# fetch_unit

fetch_unit/logic_types.png
Scale: 3 px per um.
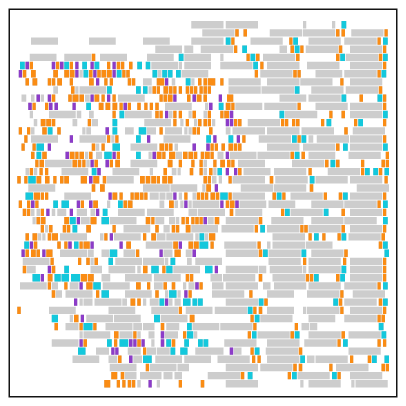

<file path="src/rtl/fetch_unit.sv">
// Instruction fetch unit: credit-limited request issue, in-order response FIFO, redirect/drain FSM.
// Optional macro FETCH_BYPASS_EN forwards a response straight to instr_* when the FIFO is empty.
module fetch_unit #(
    parameter int          DEPTH    = 2,
    parameter logic [31:0] RESET_PC = 32'h0000_0000
) (
    input  logic        clk,
    input  logic        reset_n,
    output logic        imem_req_valid,
    input  logic        imem_req_ready,
    output logic [31:0] imem_req_addr,
    input  logic        imem_rsp_valid,
    input  logic [31:0] imem_rsp_data,
    input  logic        redirect_valid,
    input  logic [31:0] redirect_pc,
    output logic        instr_valid,
    input  logic        instr_ready,
    output logic [31:0] instr_data,
    output logic [31:0] instr_pc
);
    localparam int CW = $clog2(DEPTH + 1);
    localparam int PW = (DEPTH > 1) ? $clog2(DEPTH) : 1;

    typedef enum logic {RUN, DRAIN} state_t;

    state_t          state_reg;
    logic [31:0]     fetch_pc_reg;
    logic [31:0]     rsp_pc_reg;      // address belonging to the next expected response
    logic [CW-1:0]   outstanding_reg;
    logic [CW-1:0]   drop_count_reg;
    logic [CW-1:0]   count_reg;
    logic [PW-1:0]   rd_ptr_reg;
    logic [PW-1:0]   wr_ptr_reg;
    logic [31:0]     mem_data [DEPTH];
    logic [31:0]     mem_pc   [DEPTH];

    logic            rsp_ok;
    logic            credit_ok;
    logic            accept;
    logic            fifo_empty;
    logic            bypass;
    logic            push;
    logic            pop;
    logic [CW-1:0]   out_after;
    logic [CW-1:0]   drop_next;
    logic [31:0]     redirect_aligned;

    function automatic logic [PW-1:0] ptr_inc(input logic [PW-1:0] p);
        return (p == PW'(DEPTH - 1)) ? '0 : p + 1'b1;
    endfunction

    // Responses with nothing outstanding are protocol violations and are ignored.
    assign rsp_ok           = imem_rsp_valid && (outstanding_reg != '0);
    assign credit_ok        = ({1'b0, count_reg} + {1'b0, outstanding_reg}) < (CW + 1)'(DEPTH);
    assign imem_req_valid   = reset_n && (state_reg == RUN) && credit_ok && !redirect_valid;
    assign imem_req_addr    = fetch_pc_reg;
    assign accept           = imem_req_valid && imem_req_ready;
    assign fifo_empty       = (count_reg == '0);
    assign out_after        = outstanding_reg - CW'(rsp_ok);
    assign drop_next        = drop_count_reg - CW'(rsp_ok && (drop_count_reg != '0));
    assign redirect_aligned = {redirect_pc[31:2], 2'b00};

`ifdef FETCH_BYPASS_EN
    assign bypass = fifo_empty && (state_reg == RUN) && rsp_ok && !redirect_valid;
`else
    assign bypass = 1'b0;
`endif

    assign instr_valid = !redirect_valid && (!fifo_empty || bypass);
    assign pop         = instr_valid && instr_ready && !fifo_empty;
    assign push        = rsp_ok && (state_reg == RUN) && !redirect_valid && !(bypass && instr_ready);

    always_comb begin
        instr_data = 32'h0;
        instr_pc   = 32'h0;
        if (!fifo_empty) begin
            instr_data = mem_data[rd_ptr_reg];
            instr_pc   = mem_pc[rd_ptr_reg];
        end else if (bypass) begin
            instr_data = imem_rsp_data;
            instr_pc   = rsp_pc_reg;
        end
    end

    // Payload storage carries no reset; occupancy is tracked by count_reg.
    always_ff @(posedge clk) begin
        if (push) begin
            mem_data[wr_ptr_reg] <= imem_rsp_data;
            mem_pc[wr_ptr_reg]   <= rsp_pc_reg;
        end
    end

    always_ff @(posedge clk or negedge reset_n) begin
        if (!reset_n) begin
            state_reg       <= RUN;
            fetch_pc_reg    <= RESET_PC;
            rsp_pc_reg      <= RESET_PC;
            outstanding_reg <= '0;
            drop_count_reg  <= '0;
            count_reg       <= '0;
            rd_ptr_reg      <= '0;
            wr_ptr_reg      <= '0;
        end else begin
            outstanding_reg <= out_after + CW'(accept);
            if (redirect_valid) begin
                fetch_pc_reg   <= redirect_aligned;
                rsp_pc_reg     <= redirect_aligned;
                count_reg      <= '0;
                rd_ptr_reg     <= '0;
                wr_ptr_reg     <= '0;
                drop_count_reg <= out_after;
                state_reg      <= ((state_reg == DRAIN) || (out_after != '0)) ? DRAIN : RUN;
            end else begin
                if (accept) begin
                    fetch_pc_reg <= fetch_pc_reg + 32'd4;
                end
                if (state_reg == DRAIN) begin
                    drop_count_reg <= drop_next;
                    if (drop_next == '0) begin
                        state_reg <= RUN;
                    end
                end else begin
                    if (rsp_ok) begin
                        rsp_pc_reg <= rsp_pc_reg + 32'd4;
                    end
                    if (push) begin
                        wr_ptr_reg <= ptr_inc(wr_ptr_reg);
                    end
                    if (pop) begin
                        rd_ptr_reg <= ptr_inc(rd_ptr_reg);
                    end
                    count_reg <= count_reg + CW'(push) - CW'(pop);
                end
            end
        end
    end
endmodule

</file>
<file path="config.mk">
export PLATFORM = sky130hd
export DESIGN_NAME = fetch_unit
export DESIGN_NICKNAME = d
export VERILOG_FILES = /design/src/rtl/fetch_unit.sv
export SDC_FILE = /design/constraint.sdc
export NUM_CORES = 1
export LEC_CHECK = 0
export ABC_AREA = 1
export CORE_MARGIN = 2
export CORE_UTILIZATION = 60
export DETAILED_ROUTE_END_ITERATION = 6
export DONT_BUFFER_PORTS = 1
export PLACE_DENSITY_LB_ADDON = 0.3
export SETUP_SLACK_MARGIN = 0.4
export SYNTH_ARGS = -nofsm -noshare
export SYNTH_HDL_FRONTEND = slang
export SYNTH_SLANG_ARGS = --single-unit
</file>
<file path="constraint.sdc">
create_clock -name clk -period 5.5 [get_ports clk]
set_clock_uncertainty 0.2 [all_clocks]
set_input_delay 1.1 -clock clk [delete_from_list [all_inputs] [get_ports clk]]
set_output_delay 1.1 -clock clk [all_outputs]
set_load 0.03 [all_outputs]
</file>
# dcache_wt_flat

`src/rtl/dcache_pkg.sv`:
```
`default_nettype none
// +--------------------------------------------------------------------+
// | dcache_pkg : shared state encoding and geometry helpers for dcache |
// | Revision   : 1.0                                                   |
// +--------------------------------------------------------------------+
package dcache_pkg;

  typedef enum logic [1:0] {
    IDLE    = 2'd0,
    RD_WAIT = 2'd1,
    WR_WAIT = 2'd2,
    RESP    = 2'd3
  } state_e;

  function automatic int calc_tag_w(input int addr_w, input int index_w);
    return addr_w - index_w - 2;
  endfunction

  function automatic int line_count(input int index_w);
    return 1 << index_w;
  endfunction

endpackage
`default_nettype wire

```
`src/rtl/dcache_wt_if.sv`:
```
`default_nettype none
// +--------------------------------------------------------------------+
// | dcache_wt_if : pipeline-side and backing-memory-side cache signals |
// | Revision     : 1.0                                                 |
// +--------------------------------------------------------------------+
interface dcache_wt_if #(
  parameter int ADDR_W = 32,
  parameter int DATA_W = 32
);
  logic              cpu_read_i;
  logic              cpu_write_i;
  logic [ADDR_W-1:0] cpu_addr_i;
  logic [DATA_W-1:0] cpu_wdata_i;
  logic [DATA_W-1:0] cpu_rdata_o;
  logic              stall_o;
  logic              mem_req_o;
  logic              mem_we_o;
  logic [ADDR_W-1:0] mem_addr_o;
  logic [DATA_W-1:0] mem_wdata_o;
  logic [DATA_W-1:0] mem_rdata_i;
  logic              mem_ack_i;

  // The cache itself: serves the pipeline, drives the memory bus.
  modport slave (
    input  cpu_read_i, cpu_write_i, cpu_addr_i, cpu_wdata_i,
    output cpu_rdata_o, stall_o,
    output mem_req_o, mem_we_o, mem_addr_o, mem_wdata_o,
    input  mem_rdata_i, mem_ack_i
  );

  // The surroundings: pipeline plus backing memory.
  modport master (
    output cpu_read_i, cpu_write_i, cpu_addr_i, cpu_wdata_i,
    input  cpu_rdata_o, stall_o,
    input  mem_req_o, mem_we_o, mem_addr_o, mem_wdata_o,
    output mem_rdata_i, mem_ack_i
  );
endinterface
`default_nettype wire

```
`src/rtl/dcache_array.sv`:
```
`default_nettype none
// +--------------------------------------------------------------------+
// | dcache_array : valid/tag/data storage, async read, sync write      |
// | Revision     : 1.0                                                 |
// +--------------------------------------------------------------------+
module dcache_array
  import dcache_pkg::*;
#(
  parameter int INDEX_W = 4,
  parameter int TAG_W   = 26,
  parameter int DATA_W  = 32
) (
  input  logic               clk_i,
  input  logic               rst_i,
  input  logic [INDEX_W-1:0] rd_index_i,
  output logic               rd_valid_o,
  output logic [TAG_W-1:0]   rd_tag_o,
  output logic [DATA_W-1:0]  rd_data_o,
  input  logic               wr_en_i,
  input  logic               wr_fill_i,
  input  logic [INDEX_W-1:0] wr_index_i,
  input  logic [TAG_W-1:0]   wr_tag_i,
  input  logic [DATA_W-1:0]  wr_data_i
);
  localparam int LINES = line_count(INDEX_W);

  logic [LINES-1:0]  valid_q, valid_d;
  logic [TAG_W-1:0]  tag_q  [LINES];
  logic [DATA_W-1:0] data_q [LINES];

  always_comb begin
    valid_d = valid_q;
    if (wr_en_i && wr_fill_i) begin
      valid_d[wr_index_i] = 1'b1;
    end
  end

  always_ff @(posedge clk_i) begin
    if (!rst_i) begin
      valid_q <= '0;
    end else begin
      valid_q <= valid_d;
    end
  end

  // Tag and data are left untouched by reset; only the valid bits matter.
  always_ff @(posedge clk_i) begin
    if (rst_i && wr_en_i) begin
      data_q[wr_index_i] <= wr_data_i;
      if (wr_fill_i) begin
        tag_q[wr_index_i] <= wr_tag_i;
      end
    end
  end

  assign rd_valid_o = valid_q[rd_index_i];
  assign rd_tag_o   = tag_q[rd_index_i];
  assign rd_data_o  = data_q[rd_index_i];

endmodule
`default_nettype wire

```
`src/rtl/dcache_wt.sv`:
```
`default_nettype none
// +--------------------------------------------------------------------+
// | dcache_wt : direct-mapped write-through no-allocate data cache     |
// | Revision  : 1.0                                                    |
// +--------------------------------------------------------------------+
module dcache_wt
  import dcache_pkg::*;
#(
  parameter int INDEX_W = 4,
  parameter int ADDR_W  = 32,
  parameter int DATA_W  = 32
) (
  input  logic       clk_i,
  input  logic       rst_i,
  dcache_wt_if.slave bus
);
  localparam int TAG_W   = calc_tag_w(ADDR_W, INDEX_W);
  localparam int WADDR_W = ADDR_W - 2;

  state_e              state_q, state_d;
  logic                mem_req_q, mem_req_d;
  logic                mem_we_q, mem_we_d;
  logic [WADDR_W-1:0]  waddr_q, waddr_d;
  logic [DATA_W-1:0]   wdata_q, wdata_d;
  logic [DATA_W-1:0]   rdata_q, rdata_d;

  logic [INDEX_W-1:0]  cur_index;
  logic [TAG_W-1:0]    cur_tag;
  logic                arr_valid;
  logic [TAG_W-1:0]    arr_tag;
  logic [DATA_W-1:0]   arr_data;
  logic                arr_wr_en, arr_wr_fill;
  logic [INDEX_W-1:0]  arr_wr_index;
  logic [TAG_W-1:0]    arr_wr_tag;
  logic [DATA_W-1:0]   arr_wr_data;
  logic                hit, stall;
  logic [DATA_W-1:0]   cpu_rdata;
  logic                unused_addr_bits;

  assign cur_index        = bus.cpu_addr_i[INDEX_W+1:2];
  assign cur_tag          = bus.cpu_addr_i[ADDR_W-1:INDEX_W+2];
  assign unused_addr_bits = ^bus.cpu_addr_i[1:0];
  assign hit              = arr_valid && (arr_tag == cur_tag);

  dcache_array #(
    .INDEX_W (INDEX_W),
    .TAG_W   (TAG_W),
    .DATA_W  (DATA_W)
  ) u_array (
    .clk_i      (clk_i),
    .rst_i      (rst_i),
    .rd_index_i (cur_index),
    .rd_valid_o (arr_valid),
    .rd_tag_o   (arr_tag),
    .rd_data_o  (arr_data),
    .wr_en_i    (arr_wr_en),
    .wr_fill_i  (arr_wr_fill),
    .wr_index_i (arr_wr_index),
    .wr_tag_i   (arr_wr_tag),
    .wr_data_i  (arr_wr_data)
  );

  always_comb begin
    state_d      = state_q;
    mem_req_d    = mem_req_q;
    mem_we_d     = mem_we_q;
    waddr_d      = waddr_q;
    wdata_d      = wdata_q;
    rdata_d      = rdata_q;
    stall        = 1'b0;
    cpu_rdata    = rdata_q;
    arr_wr_en    = 1'b0;
    arr_wr_fill  = 1'b0;
    arr_wr_index = cur_index;
    arr_wr_tag   = cur_tag;
    arr_wr_data  = bus.cpu_wdata_i;

    case (state_q)
      IDLE: begin
        // A store wins over a load presented in the same cycle.
        if (bus.cpu_write_i) begin
          stall     = 1'b1;
          arr_wr_en = hit;
          waddr_d   = bus.cpu_addr_i[ADDR_W-1:2];
          wdata_d   = bus.cpu_wdata_i;
          mem_req_d = 1'b1;
          mem_we_d  = 1'b1;
          state_d   = WR_WAIT;
        end else if (bus.cpu_read_i) begin
          if (hit) begin
            cpu_rdata = arr_data;
            rdata_d   = arr_data;
          end else begin
            stall     = 1'b1;
            waddr_d   = bus.cpu_addr_i[ADDR_W-1:2];
            mem_req_d = 1'b1;
            mem_we_d  = 1'b0;
            state_d   = RD_WAIT;
          end
        end
      end
      RD_WAIT: begin
        stall = 1'b1;
        if (bus.mem_ack_i) begin
          arr_wr_en    = 1'b1;
          arr_wr_fill  = 1'b1;
          arr_wr_index = waddr_q[INDEX_W-1:0];
          arr_wr_tag   = waddr_q[WADDR_W-1:INDEX_W];
          arr_wr_data  = bus.mem_rdata_i;
          rdata_d      = bus.mem_rdata_i;
          mem_req_d    = 1'b0;
          state_d      = RESP;
        end
      end
      WR_WAIT: begin
        stall = 1'b1;
        if (bus.mem_ack_i) begin
          mem_req_d = 1'b0;
          state_d   = RESP;
        end
      end
      RESP: begin
        state_d = IDLE;
      end
      default: begin
        state_d = IDLE;
      end
    endcase
  end

  always_ff @(posedge clk_i) begin
    if (!rst_i) begin
      state_q   <= IDLE;
      mem_req_q <= 1'b0;
      mem_we_q  <= 1'b0;
      waddr_q   <= '0;
      wdata_q   <= '0;
      rdata_q   <= '0;
    end else begin
      state_q   <= state_d;
      mem_req_q <= mem_req_d;
      mem_we_q  <= mem_we_d;
      waddr_q   <= waddr_d;
      wdata_q   <= wdata_d;
      rdata_q   <= rdata_d;
    end
  end

  assign bus.stall_o     = stall;
  assign bus.cpu_rdata_o = cpu_rdata;
  assign bus.mem_req_o   = mem_req_q;
  assign bus.mem_we_o    = mem_we_q;
  assign bus.mem_addr_o  = {waddr_q, 2'b00};
  assign bus.mem_wdata_o = wdata_q;

endmodule
`default_nettype wire

```
`src/flat_wrapper.sv`:
```
// flat-port wrapper written by rule: the top's interface ports become plain ports
module dcache_wt_flat import dcache_pkg::*;
#(
  parameter int INDEX_W = 4,
  parameter int ADDR_W  = 32,
  parameter int DATA_W  = 32
)
  (clk_i, rst_i, bus_cpu_read_i, bus_cpu_write_i, bus_cpu_addr_i, bus_cpu_wdata_i, bus_cpu_rdata_o, bus_stall_o, bus_mem_req_o, bus_mem_we_o, bus_mem_addr_o, bus_mem_wdata_o, bus_mem_rdata_i, bus_mem_ack_i);
  dcache_wt_if #(.ADDR_W(ADDR_W), .DATA_W(DATA_W)) bus_i ();
  input  logic clk_i;
  input  logic rst_i;
  input wire logic [$bits(bus_i.cpu_read_i)-1:0] bus_cpu_read_i;
  input wire logic [$bits(bus_i.cpu_write_i)-1:0] bus_cpu_write_i;
  input wire logic [$bits(bus_i.cpu_addr_i)-1:0] bus_cpu_addr_i;
  input wire logic [$bits(bus_i.cpu_wdata_i)-1:0] bus_cpu_wdata_i;
  output wire logic [$bits(bus_i.cpu_rdata_o)-1:0] bus_cpu_rdata_o;
  output wire logic [$bits(bus_i.stall_o)-1:0] bus_stall_o;
  output wire logic [$bits(bus_i.mem_req_o)-1:0] bus_mem_req_o;
  output wire logic [$bits(bus_i.mem_we_o)-1:0] bus_mem_we_o;
  output wire logic [$bits(bus_i.mem_addr_o)-1:0] bus_mem_addr_o;
  output wire logic [$bits(bus_i.mem_wdata_o)-1:0] bus_mem_wdata_o;
  input wire logic [$bits(bus_i.mem_rdata_i)-1:0] bus_mem_rdata_i;
  input wire logic [$bits(bus_i.mem_ack_i)-1:0] bus_mem_ack_i;
  assign bus_i.cpu_read_i = bus_cpu_read_i;
  assign bus_i.cpu_write_i = bus_cpu_write_i;
  assign bus_i.cpu_addr_i = bus_cpu_addr_i;
  assign bus_i.cpu_wdata_i = bus_cpu_wdata_i;
  assign bus_cpu_rdata_o = bus_i.cpu_rdata_o;
  assign bus_stall_o = bus_i.stall_o;
  assign bus_mem_req_o = bus_i.mem_req_o;
  assign bus_mem_we_o = bus_i.mem_we_o;
  assign bus_mem_addr_o = bus_i.mem_addr_o;
  assign bus_mem_wdata_o = bus_i.mem_wdata_o;
  assign bus_i.mem_rdata_i = bus_mem_rdata_i;
  assign bus_i.mem_ack_i = bus_mem_ack_i;
  dcache_wt #(.INDEX_W(INDEX_W), .ADDR_W(ADDR_W), .DATA_W(DATA_W)) u_core (.clk_i(clk_i), .rst_i(rst_i), .bus(bus_i));
endmodule
```
`config.mk`:
```
export PLATFORM = sky130hd
export DESIGN_NAME = dcache_wt_flat
export DESIGN_NICKNAME = d
export VERILOG_FILES = /design/src/rtl/dcache_pkg.sv /design/src/rtl/dcache_wt_if.sv /design/src/rtl/dcache_array.sv /design/src/rtl/dcache_wt.sv /design/src/flat_wrapper.sv
export SDC_FILE = /design/constraint.sdc
export NUM_CORES = 1
export LEC_CHECK = 0
export CORE_MARGIN = 3
export CORE_UTILIZATION = 49
export CTS_CLUSTER_SIZE = 24
export DETAILED_ROUTE_END_ITERATION = 10
export GPL_TIMING_DRIVEN = 0
export MAX_ROUTING_LAYER = met4
export PLACE_DENSITY = 0.73
export SYNTH_ARGS = -nofsm -noshare
export SYNTH_HDL_FRONTEND = slang
export SYNTH_SLANG_ARGS = --single-unit
```
`constraint.sdc`:
```
create_clock -name clk_i -period 8.3 [get_ports clk_i]
set_clock_uncertainty 0.2 [all_clocks]
set_input_delay 1.66 -clock clk_i [delete_from_list [all_inputs] [get_ports clk_i]]
set_output_delay 1.66 -clock clk_i [all_outputs]
set_load 0.01 [all_outputs]
```
# fetch_mem_ctrl

[src/rtl/fetch_mem_ctrl.sv]
// IF-stage instruction-memory sequencer: one outstanding req/gnt/rvalid access per PCF,
// with stallF generation, a one-entry buffer for decode stalls and redirect kill handling.
module fetch_mem_ctrl #(
    parameter int             DPW = 32,
    parameter logic [DPW-1:0] NOP = DPW'(32'h0000_0013)
) (
    input  logic           clk,
    input  logic           rst,
    input  logic [DPW-1:0] pc_f,
    input  logic           redirect_i,
    input  logic           stall_hz_i,
    output logic           stallF_o,
    output logic [DPW-1:0] instr_o,
    output logic           instr_valid_o,
    output logic           imem_req_o,
    output logic [DPW-1:0] imem_addr_o,
    input  logic           imem_gnt_i,
    input  logic           imem_rvalid_i,
    input  logic [DPW-1:0] imem_rdata_i,
    output logic [31:0]    fetch_cnt_o
);

    typedef enum logic [1:0] {
        REQ,
        WAIT,
        KILL,
        HOLD
    } state_t;

    state_t         state;
    logic [DPW-1:0] hold_buf;
    logic [31:0]    cnt;
    logic           deliver;

    assign deliver = ((state == WAIT && imem_rvalid_i) || state == HOLD)
                     && !stall_hz_i && !redirect_i;

    // Outputs are forced to their idle values for as long as reset is held.
    always_comb begin
        instr_valid_o = 1'b0;
        instr_o       = NOP;
        stallF_o      = 1'b1;
        imem_req_o    = 1'b0;
        fetch_cnt_o   = '0;
        if (!rst) begin
            instr_valid_o = deliver;
            if (deliver) begin
                instr_o = (state == HOLD) ? hold_buf : imem_rdata_i;
            end
            stallF_o    = !(deliver || redirect_i);
            imem_req_o  = (state == REQ);
            fetch_cnt_o = cnt;
        end
    end

    assign imem_addr_o = pc_f;

    always_ff @(posedge clk) begin
        if (rst) begin
            state    <= REQ;
            hold_buf <= '0;
            cnt      <= '0;
        end else begin
            if (deliver) begin
                cnt <= cnt + 32'd1;
            end
            case (state)
                REQ: begin
                    if (imem_gnt_i) begin
                        state <= redirect_i ? KILL : WAIT;
                    end
                end
                WAIT: begin
                    if (imem_rvalid_i) begin
                        if (redirect_i) begin
                            state <= REQ;
                        end else if (stall_hz_i) begin
                            state    <= HOLD;
                            hold_buf <= imem_rdata_i;
                        end else begin
                            state <= REQ;
                        end
                    end else if (redirect_i) begin
                        state <= KILL;
                    end
                end
                // The granted access was for a stale PC; swallow its response.
                KILL: begin
                    if (imem_rvalid_i) begin
                        state <= REQ;
                    end
                end
                HOLD: begin
                    if (redirect_i || !stall_hz_i) begin
                        state <= REQ;
                    end
                end
                default: state <= REQ;
            endcase
        end
    end

endmodule
[config.mk]
export PLATFORM = sky130hd
export DESIGN_NAME = fetch_mem_ctrl
export DESIGN_NICKNAME = d
export VERILOG_FILES = /design/src/rtl/fetch_mem_ctrl.sv
export SDC_FILE = /design/constraint.sdc
export NUM_CORES = 1
export LEC_CHECK = 0
export CAP_MARGIN = 20
export CORE_ASPECT_RATIO = 0.8
export CORE_MARGIN = 2
export CORE_UTILIZATION = 38
export DETAILED_ROUTE_END_ITERATION = 6
export GPL_ROUTABILITY_DRIVEN = 0
export PLACE_DENSITY = 0.83
export SLEW_MARGIN = 20
export SYNTH_ARGS = -nofsm -noshare
export SYNTH_HDL_FRONTEND = slang
export SYNTH_SLANG_ARGS = --single-unit
[constraint.sdc]
create_clock -name clk -period 2.1 [get_ports clk]
set_input_delay 0.315 -clock clk [delete_from_list [all_inputs] [get_ports clk]]
set_output_delay 0.315 -clock clk [all_outputs]
set_load 0.01 [all_outputs]

==> notes/layouts.md <==
Pictures saved along the way, in no particular order.

Placed cells, one colour a class.
Plate I
Scale: 3 px per um. Fill, decap, tap and diode cells in grey.
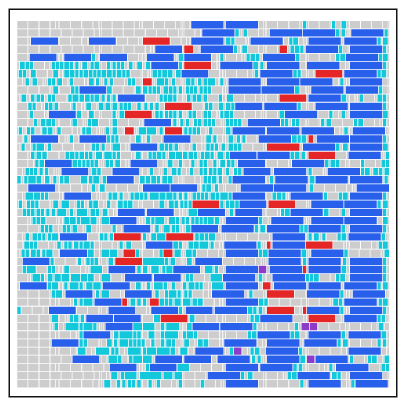
Plate II
Scale: 1 px per um. Fill, decap, tap and diode cells in grey.
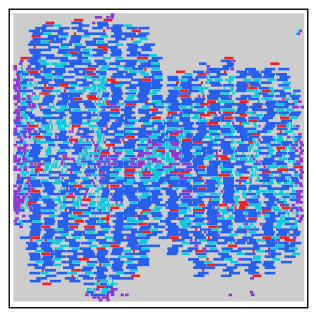
Plate III
Scale: 3 px per um. Fill, decap, tap and diode cells in grey.
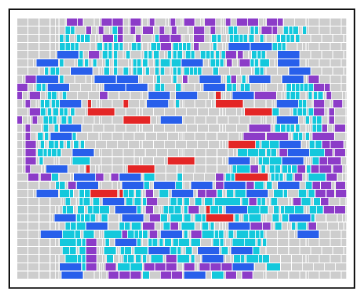
- largest die: Plate II
- smallest die: Plate III
Plate I is fetch_unit.
Plate II is dcache_wt_flat.
Plate III is fetch_mem_ctrl.

Key to Plate I:
class	colour	cells	share of their area
combinational and other logic	cyan	809	38%
sequential cells	blue	193	56%
remaining buffers and delay cells	purple	5	0.38%
clock drivers and dummy loads	red	32	5.8%

fetch_unit/layer_met3.png
Scale: 4 px per um.
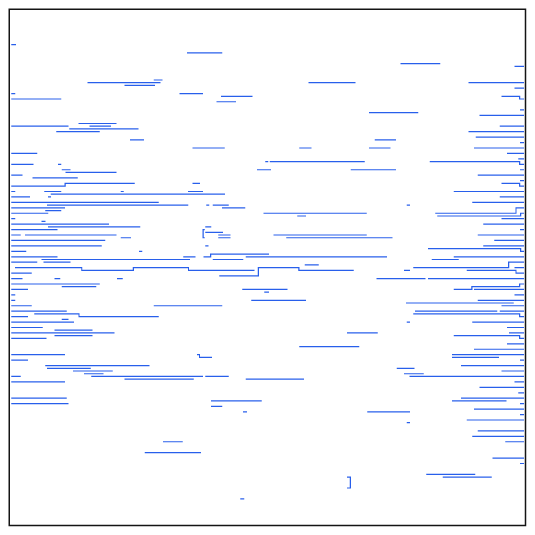
wire length on this layer	2150 um
longest straight run	43.2 um
share of all routed wire	10%

Notes on fetch_unit/logic_types.png above:
family	colour	cells
nand cells	orange	436
aoi and oai cells	cyan	143
inv cells	purple	91
most numerous logic cell after layout: nand2_1
final std cells w/o fill: 1227
combinational share of cell area: 0.338

==> results.sh, fetch_unit <==
# flow metrics
export IMPL_synthMuxAreaShare=0
export IMPL_crit_arrival_ns=2.41
export IMPL_lay_top_cells="nand2_1 (344), edfxtp_1 (124), inv_1 (81)"
export IMPL_area_growth_pct=7.38
export IMPL_fill_cells=1224
export IMPL_globalplace_congestion=0.873
export IMPL_route_detailed_drc=0
export IMPL_placed_area_mm2=0.00945
export IMPL_nClkBuffers=19
export IMPL_hold_path_class="input port to async pin"
export IMPL_holdWs_ns=0.158
export IMPL_outcome="finished, final reports clean"
export IMPL_antenna_cells=0
export IMPL_syn_area_mm2=0.00933
export IMPL_setup_viol=0
export IMPL_dr_pass1_iters=5
export IMPL_overflow=0
export IMPL_leakagePower_nw=4.02
export IMPL_fin_total_pwr_mw=3.71
export IMPL_cp_buffers_inverters=1
export IMPL_vias=7033
export IMPL_yosysTopAreaCell="edfxtp_1"
export IMPL_postSynthSeqShare=0.584
export IMPL_synth_most_common_cell="nand2_1"
export IMPL_setup_worst_path_start="rd_ptr_reg"
export IMPL_common_cells="nand2_1 (344), edfxtp_1 (124), inv_1 (81), a21oi_1 (78), nor2_1 (74)"
export IMPL_rrSetupSlack_ns=2.60
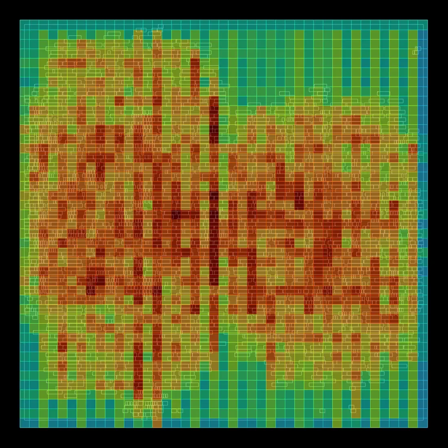
dcache_wt_flat/congestion.png
global-route usage over all layers: 0.271
Avg WL per Cell: 30.1 um
met2 usage: 0.408

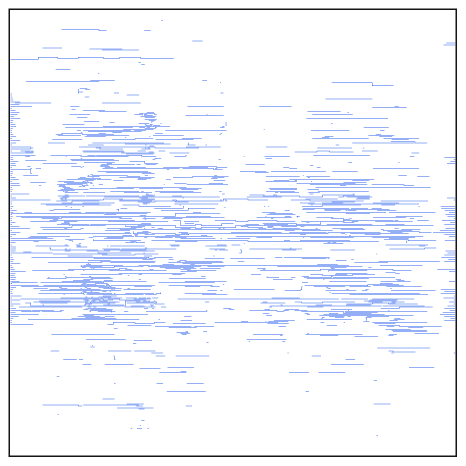
dcache_wt_flat/layer_met3.png
Scale: 1.5 px per um.
nets with wire on the layer	639
wire length on this layer	15100 um
longest straight run	133 um
share of all routed wire	13%

==> results.sh, dcache_wt_flat <==
# flow metrics
export IMPL_final_setup_tns_ns=0
export IMPL_syn_area_mm2=0.0415
export IMPL_ys_flop_type="edfxtp_1"
export IMPL_worst_slew_pin_slew_ns=1.29
export IMPL_lay_top_cells="edfxtp_1 (928), nand2_1 (357), mux4_2 (250)"
export IMPL_common_cells="edfxtp_1 (928), nand2_1 (357), mux4_2 (250), dfxtp_1 (114), mux2i_1 (81)"
export IMPL_met2_length_um=54400
export IMPL_powerDensity_mw_per_mm2=262
export IMPL_maxUsedRoutingLayer="met4"
export IMPL_drt_iter0_drc=3466
export IMPL_num_rows=106
export IMPL_avgSynthCellArea_um2=17.7
export IMPL_outcome="finished, final reports clean"
export IMPL_cts_path_max_buffers=3
export IMPL_max_cap_viol_count=0
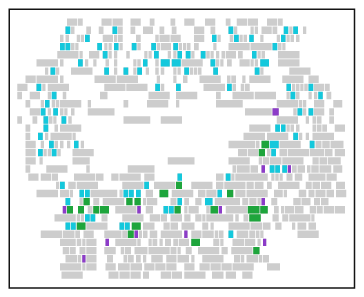
fetch_mem_ctrl/logic_types.png
Scale: 3 px per um.
family	colour	cells
and/or cells	green	22
inv cells	purple	12
aoi and oai cells	cyan	90
combinational share of cell area: 0.404
final std cells w/o fill: 729
most numerous logic cell after layout: nand2_1

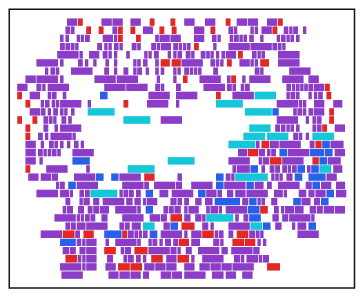
fetch_mem_ctrl/sizes.png
Scale: 3 px per um.
size	colour	cells	share	most used
_2 cells	red	62	10%	buf_2
_6 and larger	cyan	18	3.0%	clkbuf_16
_3 and _4 cells	blue	36	5.9%	buf_4
_0 and _1 cells	purple	494	81%	nand2_1

==> results.sh, fetch_mem_ctrl <==
# flow metrics
export IMPL_switching_share=0.218
export IMPL_dr_pass1_iters=5
export IMPL_top_regs="cnt: 32 flops, hold_buf: 32 flops, state: 2 flops"
export IMPL_worst_slew_pin_slew_ns=0.377
export IMPL_antenna_found_initial=0
export IMPL_final_setup_tns_ns=0
export IMPL_grt_pass1_vias=3601
export IMPL_postRouteAntennaNets=0
export IMPL_yosysTopAreaCell="dfxtp_1"
export IMPL_max_cap_viol_count=0
export IMPL_die_h_um=92.4
export IMPL_synth_warnings=0
export IMPL_rsz0062_at_grt="no"
export IMPL_htree_levels=3
export IMPL_initial_core_util=0.388
export IMPL_io_buffers=104
export IMPL_outcome="finished, final reports clean"
export IMPL_use_met3=0.0347
export IMPL_ys_types=37
export IMPL_num_rows=32
export IMPL_vias_per_cell=5.22
export IMPL_yosys_cells=524
export IMPL_rrSetupSlack_ns=0.10
export IMPL_cts_path_max_buffers=2
export IMPL_seq_share=0.261
export IMPL_maxUsedRoutingLayer="met4"
export IMPL_lay_top_cells="nand2_1 (140), a21oi_1 (71), dfxtp_1 (66), clkdlybuf4s50_1 (66), nor2_1 (31)"
export IMPL_path_clk_slew_ns=0.05
export IMPL_drt_iter0_drc=250
export IMPL_crit_arrival_ns=2.22
export IMPL_wl_met1_um=4400

